=== design 1 ===
**config.mk**
```make
export PLATFORM = sky130hd
export DESIGN_NAME = alu_issue
export DESIGN_NICKNAME = d
export VERILOG_FILES = /design/src/rtl/simd_pkg.sv /design/src/rtl/alu_regfile.sv /design/src/rtl/alu_issue.sv
export SDC_FILE = /design/constraint.sdc
export NUM_CORES = 1
export LEC_CHECK = 0
export ABC_AREA = 1
export CAP_MARGIN = 10
export CORE_UTILIZATION = 52
export DETAILED_ROUTE_END_ITERATION = 16
export GPL_TIMING_DRIVEN = 0
export PLACE_DENSITY_LB_ADDON = 0.3
export SETUP_SLACK_MARGIN = 0.1
export SYNTH_ARGS = -nofsm -noshare
export SYNTH_HDL_FRONTEND = slang
export SYNTH_SLANG_ARGS = --single-unit
```
**constraint.sdc**
```tcl
create_clock -name clk -period 2.05 [get_ports clk]
set_input_delay 0.5125 -clock clk [delete_from_list [all_inputs] [get_ports clk]]
set_output_delay 0.5125 -clock clk [all_outputs]
set_load 0.01 [all_outputs]
```
**src/rtl/simd_pkg.sv**
```systemverilog
// Shared constants and helpers for the ALU issue stage: widths, opcodes,
// instruction field layout and small decode functions.
package simd_pkg;

    localparam int DATA_W  = 16;
    localparam int NREG    = 8;
    localparam int REG_AW  = 3;
    localparam int INSTR_W = 16;

    localparam int OPC_LSB = 12;
    localparam int RD_LSB  = 9;
    localparam int RS1_LSB = 6;
    localparam int RS2_LSB = 3;

    typedef enum logic [3:0] {
        OP_ADD    = 4'h1,
        OP_SUB    = 4'h2,
        OP_BITREV = 4'h3,
        OP_MUL    = 4'h4
    } opcode_e;

    typedef struct packed {
        logic [3:0]        opcode;
        logic [REG_AW-1:0] rd;
        logic [REG_AW-1:0] rs1;
        logic [REG_AW-1:0] rs2;
    } instr_fields_t;

    function automatic instr_fields_t split_instr(input logic [INSTR_W-1:0] instr);
        instr_fields_t f;
        f.opcode = instr[OPC_LSB +: 4];
        f.rd     = instr[RD_LSB  +: REG_AW];
        f.rs1    = instr[RS1_LSB +: REG_AW];
        f.rs2    = instr[RS2_LSB +: REG_AW];
        return f;
    endfunction

    function automatic logic is_legal(input logic [3:0] opc);
        return (opc == OP_ADD) || (opc == OP_SUB) || (opc == OP_BITREV) || (opc == OP_MUL);
    endfunction

    // bitrev is the only unary op, so it is the only one that ignores rs2
    function automatic logic uses_rs2(input logic [3:0] opc);
        return (opc == OP_ADD) || (opc == OP_SUB) || (opc == OP_MUL);
    endfunction

    // Bit order: [0] add, [1] sub, [2] bitrev, [3] mul
    function automatic logic [3:0] op_onehot(input logic [3:0] opc);
        logic [3:0] oh;
        case (opc)
            OP_ADD:    oh = 4'b0001;
            OP_SUB:    oh = 4'b0010;
            OP_BITREV: oh = 4'b0100;
            OP_MUL:    oh = 4'b1000;
            default:   oh = 4'b0000;
        endcase
        return oh;
    endfunction

endpackage

```
**src/rtl/alu_regfile.sv**
```systemverilog
// Register file with per-register busy scoreboard; two bypassed read ports,
// one write port, and hazard flags that already account for same-cycle writeback.
module alu_regfile
    import simd_pkg::*;
#(
    parameter int DATA_W = simd_pkg::DATA_W,
    parameter int NREG   = simd_pkg::NREG
) (
    input  logic              clk,
    input  logic              rst,
    input  logic              wb_en,
    input  logic [REG_AW-1:0] wb_addr,
    input  logic [DATA_W-1:0] wb_data,
    input  logic              set_en,
    input  logic [REG_AW-1:0] set_addr,
    input  logic [REG_AW-1:0] rs1_addr,
    input  logic [REG_AW-1:0] rs2_addr,
    input  logic [REG_AW-1:0] rd_addr,
    output logic [DATA_W-1:0] rs1_data,
    output logic [DATA_W-1:0] rs2_data,
    output logic              rs1_hazard,
    output logic              rs2_hazard,
    output logic              rd_hazard
);

    logic [DATA_W-1:0] regs_q [NREG];
    logic [DATA_W-1:0] regs_d [NREG];
    logic [NREG-1:0]   busy_q;
    logic [NREG-1:0]   busy_d;

    // Set is applied after clear so a same-register collision leaves it busy
    always_comb begin
        regs_d = regs_q;
        busy_d = busy_q;
        if (wb_en) begin
            regs_d[wb_addr] = wb_data;
            busy_d[wb_addr] = 1'b0;
        end
        if (set_en) begin
            busy_d[set_addr] = 1'b1;
        end
    end

    always_ff @(posedge clk) begin
        if (!rst) begin
            regs_q <= '{default: '0};
            busy_q <= '0;
        end else begin
            regs_q <= regs_d;
            busy_q <= busy_d;
        end
    end

    always_comb begin
        rs1_data   = (wb_en && wb_addr == rs1_addr) ? wb_data : regs_q[rs1_addr];
        rs2_data   = (wb_en && wb_addr == rs2_addr) ? wb_data : regs_q[rs2_addr];
        rs1_hazard = busy_q[rs1_addr] && !(wb_en && wb_addr == rs1_addr);
        rs2_hazard = busy_q[rs2_addr] && !(wb_en && wb_addr == rs2_addr);
        rd_hazard  = busy_q[rd_addr]  && !(wb_en && wb_addr == rd_addr);
    end

endmodule

```
**src/rtl/alu_issue.sv**
```systemverilog
// ALU issue stage: decodes an instruction, checks the scoreboard, and hands a
// registered one-hot operation plus operands to the ALU under valid/ready.
module alu_issue
    import simd_pkg::*;
#(
    parameter int DATA_W = simd_pkg::DATA_W,
    parameter int NREG   = simd_pkg::NREG
) (
    input  logic               clk,
    input  logic               rst,
    input  logic               instr_valid,
    input  logic [INSTR_W-1:0] instr,
    output logic               instr_ready,
    input  logic               wb_en,
    input  logic [REG_AW-1:0]  wb_addr,
    input  logic [DATA_W-1:0]  wb_data,
    output logic               Radd_en,
    output logic               Rsub_en,
    output logic               bitrev_en,
    output logic               mul_en,
    output logic [DATA_W-1:0]  rs1_data,
    output logic [DATA_W-1:0]  rs2_data,
    output logic [REG_AW-1:0]  rd_out,
    output logic               out_valid,
    input  logic               out_ready,
    output logic               illegal_op
);

    instr_fields_t     fields;
    logic              legal;
    logic              hazard;
    logic              accept;
    logic              drop;
    logic              unused_bits;

    logic [DATA_W-1:0] rf_rs1_data;
    logic [DATA_W-1:0] rf_rs2_data;
    logic              rs1_hazard;
    logic              rs2_hazard;
    logic              rd_hazard;

    logic              out_valid_q,  out_valid_d;
    logic [3:0]        en_q,         en_d;
    logic [DATA_W-1:0] rs1_data_q,   rs1_data_d;
    logic [DATA_W-1:0] rs2_data_q,   rs2_data_d;
    logic [REG_AW-1:0] rd_out_q,     rd_out_d;
    logic              illegal_op_q, illegal_op_d;

    assign unused_bits = ^instr[RS2_LSB-1:0];

    alu_regfile #(
        .DATA_W (DATA_W),
        .NREG   (NREG)
    ) u_regfile (
        .clk        (clk),
        .rst        (rst),
        .wb_en      (wb_en),
        .wb_addr    (wb_addr),
        .wb_data    (wb_data),
        .set_en     (accept),
        .set_addr   (fields.rd),
        .rs1_addr   (fields.rs1),
        .rs2_addr   (fields.rs2),
        .rd_addr    (fields.rd),
        .rs1_data   (rf_rs1_data),
        .rs2_data   (rf_rs2_data),
        .rs1_hazard (rs1_hazard),
        .rs2_hazard (rs2_hazard),
        .rd_hazard  (rd_hazard)
    );

    // Illegal opcodes are always consumed, even while the output is stalled
    always_comb begin
        fields       = split_instr(instr);
        legal        = is_legal(fields.opcode);
        hazard       = rs1_hazard || rd_hazard || (uses_rs2(fields.opcode) && rs2_hazard);
        instr_ready  = rst && (legal ? ((!out_valid_q || out_ready) && !hazard) : 1'b1);
        accept       = instr_valid && instr_ready && legal;
        drop         = instr_valid && instr_ready && !legal;

        out_valid_d  = out_valid_q;
        en_d         = en_q;
        rs1_data_d   = rs1_data_q;
        rs2_data_d   = rs2_data_q;
        rd_out_d     = rd_out_q;
        illegal_op_d = drop;

        if (accept) begin
            out_valid_d = 1'b1;
            en_d        = op_onehot(fields.opcode);
            rs1_data_d  = rf_rs1_data;
            rs2_data_d  = rf_rs2_data;
            rd_out_d    = fields.rd;
        end else if (out_ready) begin
            out_valid_d = 1'b0;
            en_d        = 4'b0000;
        end
    end

    always_ff @(posedge clk) begin
        if (!rst) begin
            out_valid_q  <= 1'b0;
            en_q         <= 4'b0000;
            rs1_data_q   <= '0;
            rs2_data_q   <= '0;
            rd_out_q     <= '0;
            illegal_op_q <= 1'b0;
        end else begin
            out_valid_q  <= out_valid_d;
            en_q         <= en_d;
            rs1_data_q   <= rs1_data_d;
            rs2_data_q   <= rs2_data_d;
            rd_out_q     <= rd_out_d;
            illegal_op_q <= illegal_op_d;
        end
    end

    assign out_valid  = out_valid_q;
    assign Radd_en    = en_q[0];
    assign Rsub_en    = en_q[1];
    assign bitrev_en  = en_q[2];
    assign mul_en     = en_q[3];
    assign rs1_data   = rs1_data_q;
    assign rs2_data   = rs2_data_q;
    assign rd_out     = rd_out_q;
    assign illegal_op = illegal_op_q;

endmodule

```
Design 1, supply network:
Drawn at 4 px/µm. Pins as bars on the die edge. Tap cells in grey.
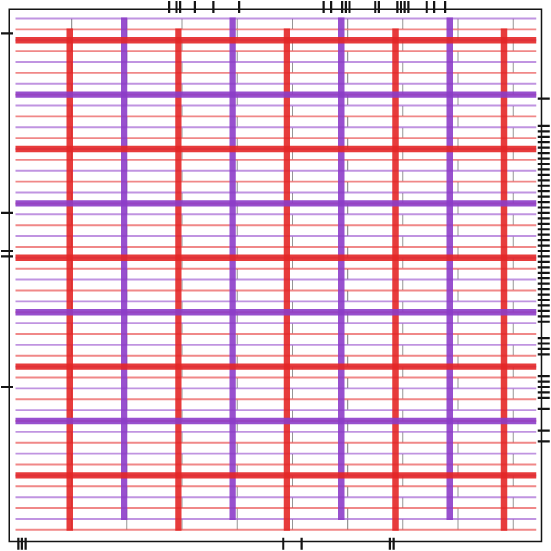
VDD: shown in purple. VSS: shown in red.
48 met1 rails follow the rows. The core has 47 rows. 82 signal pins sit on the boundary. 220 tap cells.
horizontal extent of the die: 132.7 µm
peak ir drop on the vdd network: 0.0006135 V

Design 1, placed cells, one colour a class:
Drawn at 4 px/µm. Fill, decap, tap and diode cells in grey.
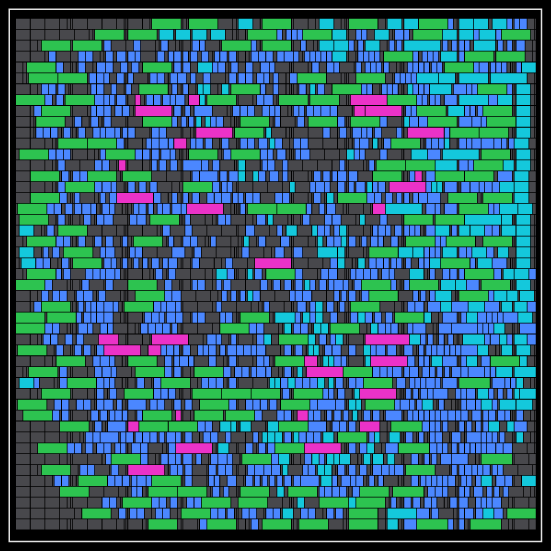
all other logic: shown in blue, cells 1066. other buffers and delay cells: shown in cyan, cells 215. clock drivers and dummy loads: shown in magenta, cells 32. flip-flops: shown in green, cells 177.
Layout Utilization: 0.6784
Std-Cell Rows: 47
post-route design area: 0.01129 mm²
placeable core region: 0.01664 mm²
sequential share of cell area: 0.3146

==> flow_metrics.tcl <==
# implementation run metrics
set metrics [dict create \
    outcome "finished with violations" \
    failed_checks "setup timing" \
    grt_util_met1 0.5725 \
    setup_viol 32 \
    comb_cell_power_uw 1560 \
    worst_setup_path_endpoint "rs2_data[4]" \
    ys_sh_adder 0 \
    finalClockPeriodUsage 1.082 \
    final_critical_path_setup_slack_ps -167.5 \
    crit_arrival_ps 2570 \
    max_cap_violations 0 \
    final_max_slew_viol_count 0 \
    comb_cells 971 \
    post-synth-top-area-cell "dfxtp_1" \
    power.density_cell_area_mw_per_mm2 747.4 \
    top_power_group "sequential cells" \
    layout_top_cell "o21ai_0" \
    globalRouteMet3Util 0.1192 \
    edf_count 0 \
    detail_route.wirelength.met1_um 15110 \
    wl_um 41040 \
]
Design 1, clock wires, drivers and flops:
Drawn at 3 px/µm.
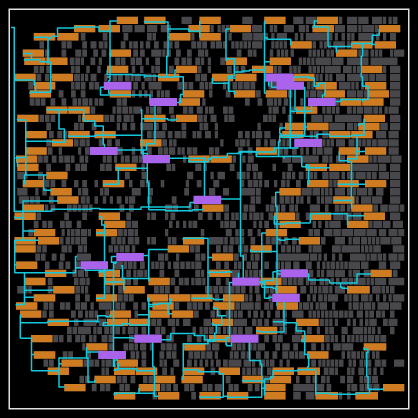
flip-flops: shown in orange, count 177. cells driving clock nets: shown in purple, count 17. clock wires: shown in cyan, length 2240 µm.
Position of the flops: spread over the die. There are 18 routed clock nets.
clock tree skew after final layout: 9.307 ps
Worst-Skew Late Latency: 450 ps
clk pwr: 3230 µW


=== design 2 ===
Design 2, supply network:
Drawn at 4 px/µm. Pins as bars on the die edge. Tap cells in grey.
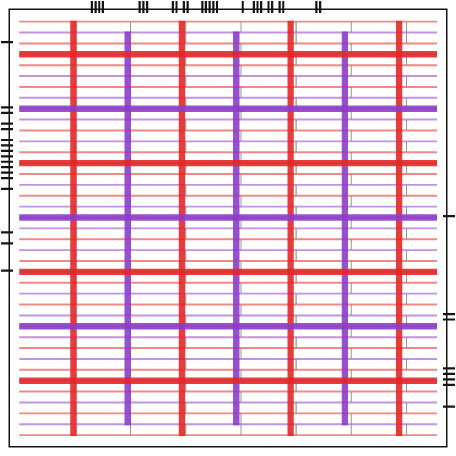
Design 2, placed cells, one colour a class:
Drawn at 4 px/µm. Fill, decap, tap and diode cells in grey.
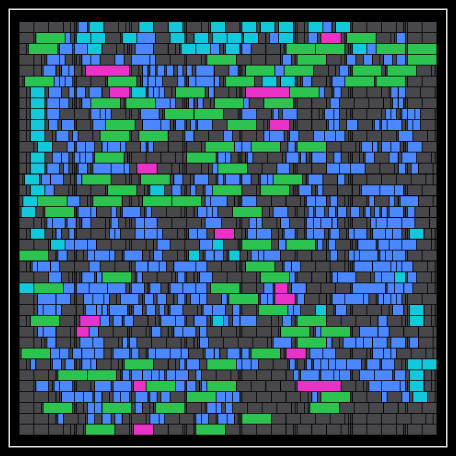
$ cat src/rtl/pattern_capture_if.sv
// RAM write port driven by the pattern capture block while it owns the RAM.
interface pattern_capture_if #(
   parameter int unsigned RAM_ADDR_BITS = 8
);
   logic [RAM_ADDR_BITS-1:0] ram_addr_pat_cap;
   logic [7:0]               ram_wdata_pat_cap;
   logic                     ram_we_pat_cap;

   modport master (
      output ram_addr_pat_cap,
      output ram_wdata_pat_cap,
      output ram_we_pat_cap
   );

   modport slave (
      input ram_addr_pat_cap,
      input ram_wdata_pat_cap,
      input ram_we_pat_cap
   );
endinterface

$ cat src/rtl/pattern_capture.sv
// Pattern capture: samples 1/2/4/8 pins on a programmable base-10 timestep,
// packs samples MSB-first into bytes and writes them to RAM from address 0.
module pattern_capture #(
   parameter int unsigned RAM_ADDR_BITS = 8
) (
   input  logic                     clk,
   input  logic                     rst_n,
   input  logic                     cfg_enable_pat_cap,
   input  logic [RAM_ADDR_BITS-1:0] cfg_end_address_pat_cap,
   input  logic [1:0]               cfg_num_gpio_sel_pat_cap,
   input  logic [2:0]               cfg_timestep_sel_pat_cap,
   input  logic [4:0]               cfg_stage1_count_sel_pat_cap,
   input  logic [1:0]               cfg_trigger_mode_pat_cap,
   input  logic                     trigger_in,
   input  logic [7:0]               gpio_pat_cap_in,
   output logic                     capture_active,
   output logic                     capture_done,
   pattern_capture_if.master        ram
);

   typedef enum logic [1:0] {StIdle, StArm, StCapture, StDone} state_e;

   localparam logic [RAM_ADDR_BITS-1:0] AddrOne = 1;

   state_e                   state_q, state_d;
   logic [7:0]               gpio_s1, gpio_s2;
   logic                     trig_s1, trig_s2, trig_s3;
   logic                     enable_q;
   logic [4:0]               stage1_q;
   logic [25:0]              ts_q;
   logic [2:0]               slot_q;
   logic [7:0]               byte_q, wdata_q;
   logic                     we_q;
   logic [RAM_ADDR_BITS-1:0] addr_q;

   logic        en_rise, trig_hit, cap_run, last_write, tick;
   logic [4:0]  stage1_max;
   logic [25:0] ts_max;
   logic [2:0]  last_slot;
   logic [7:0]  byte_next;
   int          n_pins, slot_base;

   // Edge detection, tick generation and sample packing
   always_comb begin
      en_rise    = cfg_enable_pat_cap & ~enable_q;
      trig_hit   = 1'b0;
      unique case (cfg_trigger_mode_pat_cap)
         2'b01:   trig_hit = trig_s2 & ~trig_s3;
         2'b10:   trig_hit = ~trig_s2 & trig_s3;
         2'b11:   trig_hit = trig_s2 ^ trig_s3;
         default: trig_hit = 1'b0;
      endcase
      cap_run    = (state_q == StCapture) && cfg_enable_pat_cap;
      // Final byte is on the bus this cycle; stop sampling so nothing follows it
      last_write = we_q && (addr_q == cfg_end_address_pat_cap);
      stage1_max = (cfg_stage1_count_sel_pat_cap <= 5'd1) ? 5'd0
                                                        : cfg_stage1_count_sel_pat_cap - 5'd1;
      ts_max     = 26'd0;
      unique case (cfg_timestep_sel_pat_cap)
         3'd0: ts_max = 26'd0;
         3'd1: ts_max = 26'd9;
         3'd2: ts_max = 26'd99;
         3'd3: ts_max = 26'd999;
         3'd4: ts_max = 26'd9999;
         3'd5: ts_max = 26'd99999;
         3'd6: ts_max = 26'd999999;
         3'd7: ts_max = 26'd9999999;
         default: ts_max = 26'd0;
      endcase
      tick = cap_run && !last_write && (stage1_q == stage1_max) && (ts_q == ts_max);
      n_pins    = 1;
      last_slot = 3'd7;
      unique case (cfg_num_gpio_sel_pat_cap)
         2'b00: begin n_pins = 1; last_slot = 3'd7; end
         2'b01: begin n_pins = 2; last_slot = 3'd3; end
         2'b10: begin n_pins = 4; last_slot = 3'd1; end
         2'b11: begin n_pins = 8; last_slot = 3'd0; end
         default: begin n_pins = 1; last_slot = 3'd7; end
      endcase
      slot_base = int'(slot_q) * n_pins;
      byte_next = byte_q;
      for (int j = 0; j < 8; j++) begin
         if (j < n_pins) byte_next[3'(7 - slot_base - j)] = gpio_s2[j];
      end
   end

   // Next-state and status outputs; dropping enable overrides everything
   always_comb begin
      state_d        = state_q;
      capture_active = 1'b0;
      capture_done   = 1'b0;
      if (!cfg_enable_pat_cap) begin
         state_d = StIdle;
      end else begin
         unique case (state_q)
            StIdle: begin
               if (en_rise) state_d = (cfg_trigger_mode_pat_cap == 2'b00) ? StCapture : StArm;
            end
            StArm:     if (trig_hit) state_d = StCapture;
            StCapture: if (last_write) state_d = StDone;
            StDone:    state_d = StDone;
            default:   state_d = StIdle;
         endcase
      end
      capture_active = (state_q == StArm) || (state_q == StCapture);
      capture_done   = (state_q == StDone);
   end

   // State register
   always_ff @(posedge clk) begin
      if (!rst_n) state_q <= StIdle;
      else        state_q <= state_d;
   end

   // Synchronisers, timestep counters, packing and write pipeline
   always_ff @(posedge clk) begin
      if (!rst_n) begin
         gpio_s1  <= '0;
         gpio_s2  <= '0;
         trig_s1  <= 1'b0;
         trig_s2  <= 1'b0;
         trig_s3  <= 1'b0;
         enable_q <= 1'b0;
         stage1_q <= '0;
         ts_q     <= '0;
         slot_q   <= '0;
         byte_q   <= '0;
         wdata_q  <= '0;
         we_q     <= 1'b0;
         addr_q   <= '0;
      end else begin
         gpio_s1  <= gpio_pat_cap_in;
         gpio_s2  <= gpio_s1;
         trig_s1  <= trigger_in;
         trig_s2  <= trig_s1;
         trig_s3  <= trig_s2;
         enable_q <= cfg_enable_pat_cap;
         if (!cap_run) begin
            // Also discards any partial byte on abort
            stage1_q <= '0;
            ts_q     <= '0;
            slot_q   <= '0;
            byte_q   <= '0;
            we_q     <= 1'b0;
            addr_q   <= '0;
         end else begin
            if (stage1_q == stage1_max) begin
               stage1_q <= '0;
               ts_q     <= (ts_q == ts_max) ? 26'd0 : ts_q + 26'd1;
            end else begin
               stage1_q <= stage1_q + 5'd1;
            end
            we_q <= 1'b0;
            if (tick) begin
               if (slot_q == last_slot) begin
                  wdata_q <= byte_next;
                  we_q    <= 1'b1;
                  byte_q  <= '0;
                  slot_q  <= '0;
               end else begin
                  byte_q <= byte_next;
                  slot_q <= slot_q + 3'd1;
               end
            end
            if (we_q && !last_write) addr_q <= addr_q + AddrOne;
         end
      end
   end

   // RAM port: strobe and address forced low the moment capture is aborted
   always_comb begin
      ram.ram_we_pat_cap    = cap_run & we_q;
      ram.ram_addr_pat_cap  = cap_run ? addr_q : '0;
      ram.ram_wdata_pat_cap = wdata_q;
   end

endmodule

$ cat src/flat_wrapper.sv
// flat-port wrapper written by rule: the top's interface ports become plain ports
module pattern_capture_flat 
#(
   parameter int unsigned RAM_ADDR_BITS = 8
)
  (clk, rst_n, cfg_enable_pat_cap, cfg_end_address_pat_cap, cfg_num_gpio_sel_pat_cap, cfg_timestep_sel_pat_cap, cfg_stage1_count_sel_pat_cap, cfg_trigger_mode_pat_cap, trigger_in, gpio_pat_cap_in, capture_active, capture_done, ram_ram_addr_pat_cap, ram_ram_wdata_pat_cap, ram_ram_we_pat_cap);
  pattern_capture_if #(.RAM_ADDR_BITS(RAM_ADDR_BITS)) ram_i ();
  input  logic clk;
  input  logic rst_n;
  input  logic cfg_enable_pat_cap;
  input  logic [RAM_ADDR_BITS-1:0] cfg_end_address_pat_cap;
  input  logic [1:0] cfg_num_gpio_sel_pat_cap;
  input  logic [2:0] cfg_timestep_sel_pat_cap;
  input  logic [4:0] cfg_stage1_count_sel_pat_cap;
  input  logic [1:0] cfg_trigger_mode_pat_cap;
  input  logic trigger_in;
  input  logic [7:0] gpio_pat_cap_in;
  output logic capture_active;
  output logic capture_done;
  output wire logic [$bits(ram_i.ram_addr_pat_cap)-1:0] ram_ram_addr_pat_cap;
  output wire logic [$bits(ram_i.ram_wdata_pat_cap)-1:0] ram_ram_wdata_pat_cap;
  output wire logic [$bits(ram_i.ram_we_pat_cap)-1:0] ram_ram_we_pat_cap;
  assign ram_ram_addr_pat_cap = ram_i.ram_addr_pat_cap;
  assign ram_ram_wdata_pat_cap = ram_i.ram_wdata_pat_cap;
  assign ram_ram_we_pat_cap = ram_i.ram_we_pat_cap;
  pattern_capture #(.RAM_ADDR_BITS(RAM_ADDR_BITS)) u_core (.clk(clk), .rst_n(rst_n), .cfg_enable_pat_cap(cfg_enable_pat_cap), .cfg_end_address_pat_cap(cfg_end_address_pat_cap), .cfg_num_gpio_sel_pat_cap(cfg_num_gpio_sel_pat_cap), .cfg_timestep_sel_pat_cap(cfg_timestep_sel_pat_cap), .cfg_stage1_count_sel_pat_cap(cfg_stage1_count_sel_pat_cap), .cfg_trigger_mode_pat_cap(cfg_trigger_mode_pat_cap), .trigger_in(trigger_in), .gpio_pat_cap_in(gpio_pat_cap_in), .capture_active(capture_active), .capture_done(capture_done), .ram(ram_i));
endmodule
$ cat config.mk
export PLATFORM = sky130hd
export DESIGN_NAME = pattern_capture_flat
export DESIGN_NICKNAME = d
export VERILOG_FILES = /design/src/rtl/pattern_capture_if.sv /design/src/rtl/pattern_capture.sv /design/src/flat_wrapper.sv
export SDC_FILE = /design/constraint.sdc
export NUM_CORES = 1
export LEC_CHECK = 0
export CAP_MARGIN = 25
export CORE_MARGIN = 2
export CORE_UTILIZATION = 45
export CTS_CLUSTER_DIAMETER = 100
export CTS_CLUSTER_SIZE = 14
export DETAILED_ROUTE_END_ITERATION = 6
export PLACE_DENSITY_LB_ADDON = 0.05
export SLEW_MARGIN = 20
export SYNTH_ARGS = -nofsm -noshare
export SYNTH_HDL_FRONTEND = slang
export SYNTH_SLANG_ARGS = --single-unit
$ cat constraint.sdc
create_clock -name clk -period 5.3 [get_ports clk]
set_input_delay 1.06 -clock clk [delete_from_list [all_inputs] [get_ports clk]]
set_output_delay 1.06 -clock clk [all_outputs]
set_load 0.01 [all_outputs]
==> flow_metrics.tcl <==
# implementation run metrics
set metrics [dict create \
    final-clk-cell-share 0.04151 \
    power.combinational.fraction 0.083 \
    layout.clock_buffers 9 \
    routed-wl-met2_um 5450 \
    synth.cell_area_mm2 0.004961 \
    grt_antenna_before_repair 0 \
    comb_cell_power_uw 106 \
    clockBufferDepth 2 \
    comb_area_frac 0.5349 \
    worst_pin_slew_ps 785.9 \
    power.share.sequential 0.486 \
    wl_um 12080 \
    h_tree_levels 3 \
    ys_sh_aoi 0.1402 \
    post_dp_cell_area_mm2 0.005547 \
    area.share.sequential 0.2802 \
    outcome "completed" \
    synthFlopType "dfxtp_1" \
]
## Picture notes: 'supply network' of design 2
VSS: shown in red. VDD: shown in purple.
51 signal pins sit on the boundary. 7 straps on met5. 39 met1 rails follow the rows. The core has 38 rows. 140 tap cells.
peak ir drop on the vdd network: 0.0001384 V
placeable core region: 0.01079 mm²
horizontal extent of the die: 109.0 µm

## Picture notes: 'placed cells, one colour a class' of design 2
other buffers and delay cells: shown in cyan, cells 56. clock drivers and dummy loads: shown in magenta, cells 15. all other logic: shown in blue, cells 493. flip-flops: shown in green, cells 81.
post-route design area: 0.005787 mm²
Std-Cell Rows: 38



==> layout pictures side by side <==
Congestion heat map.
image #1
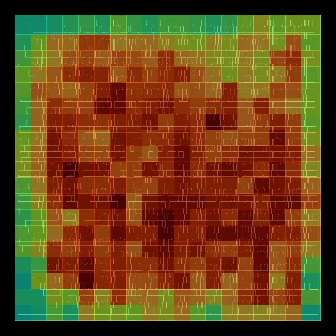
image #2
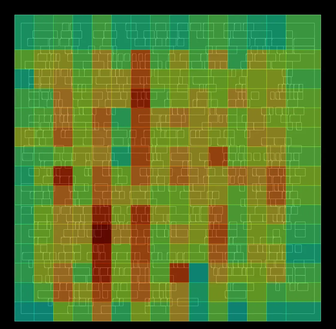
| from | picture |
|---|---|
| design 1 | image #1 |
| design 2 | image #2 |

Power figures rest on the tool's default switching activity, not on a simulated workload.
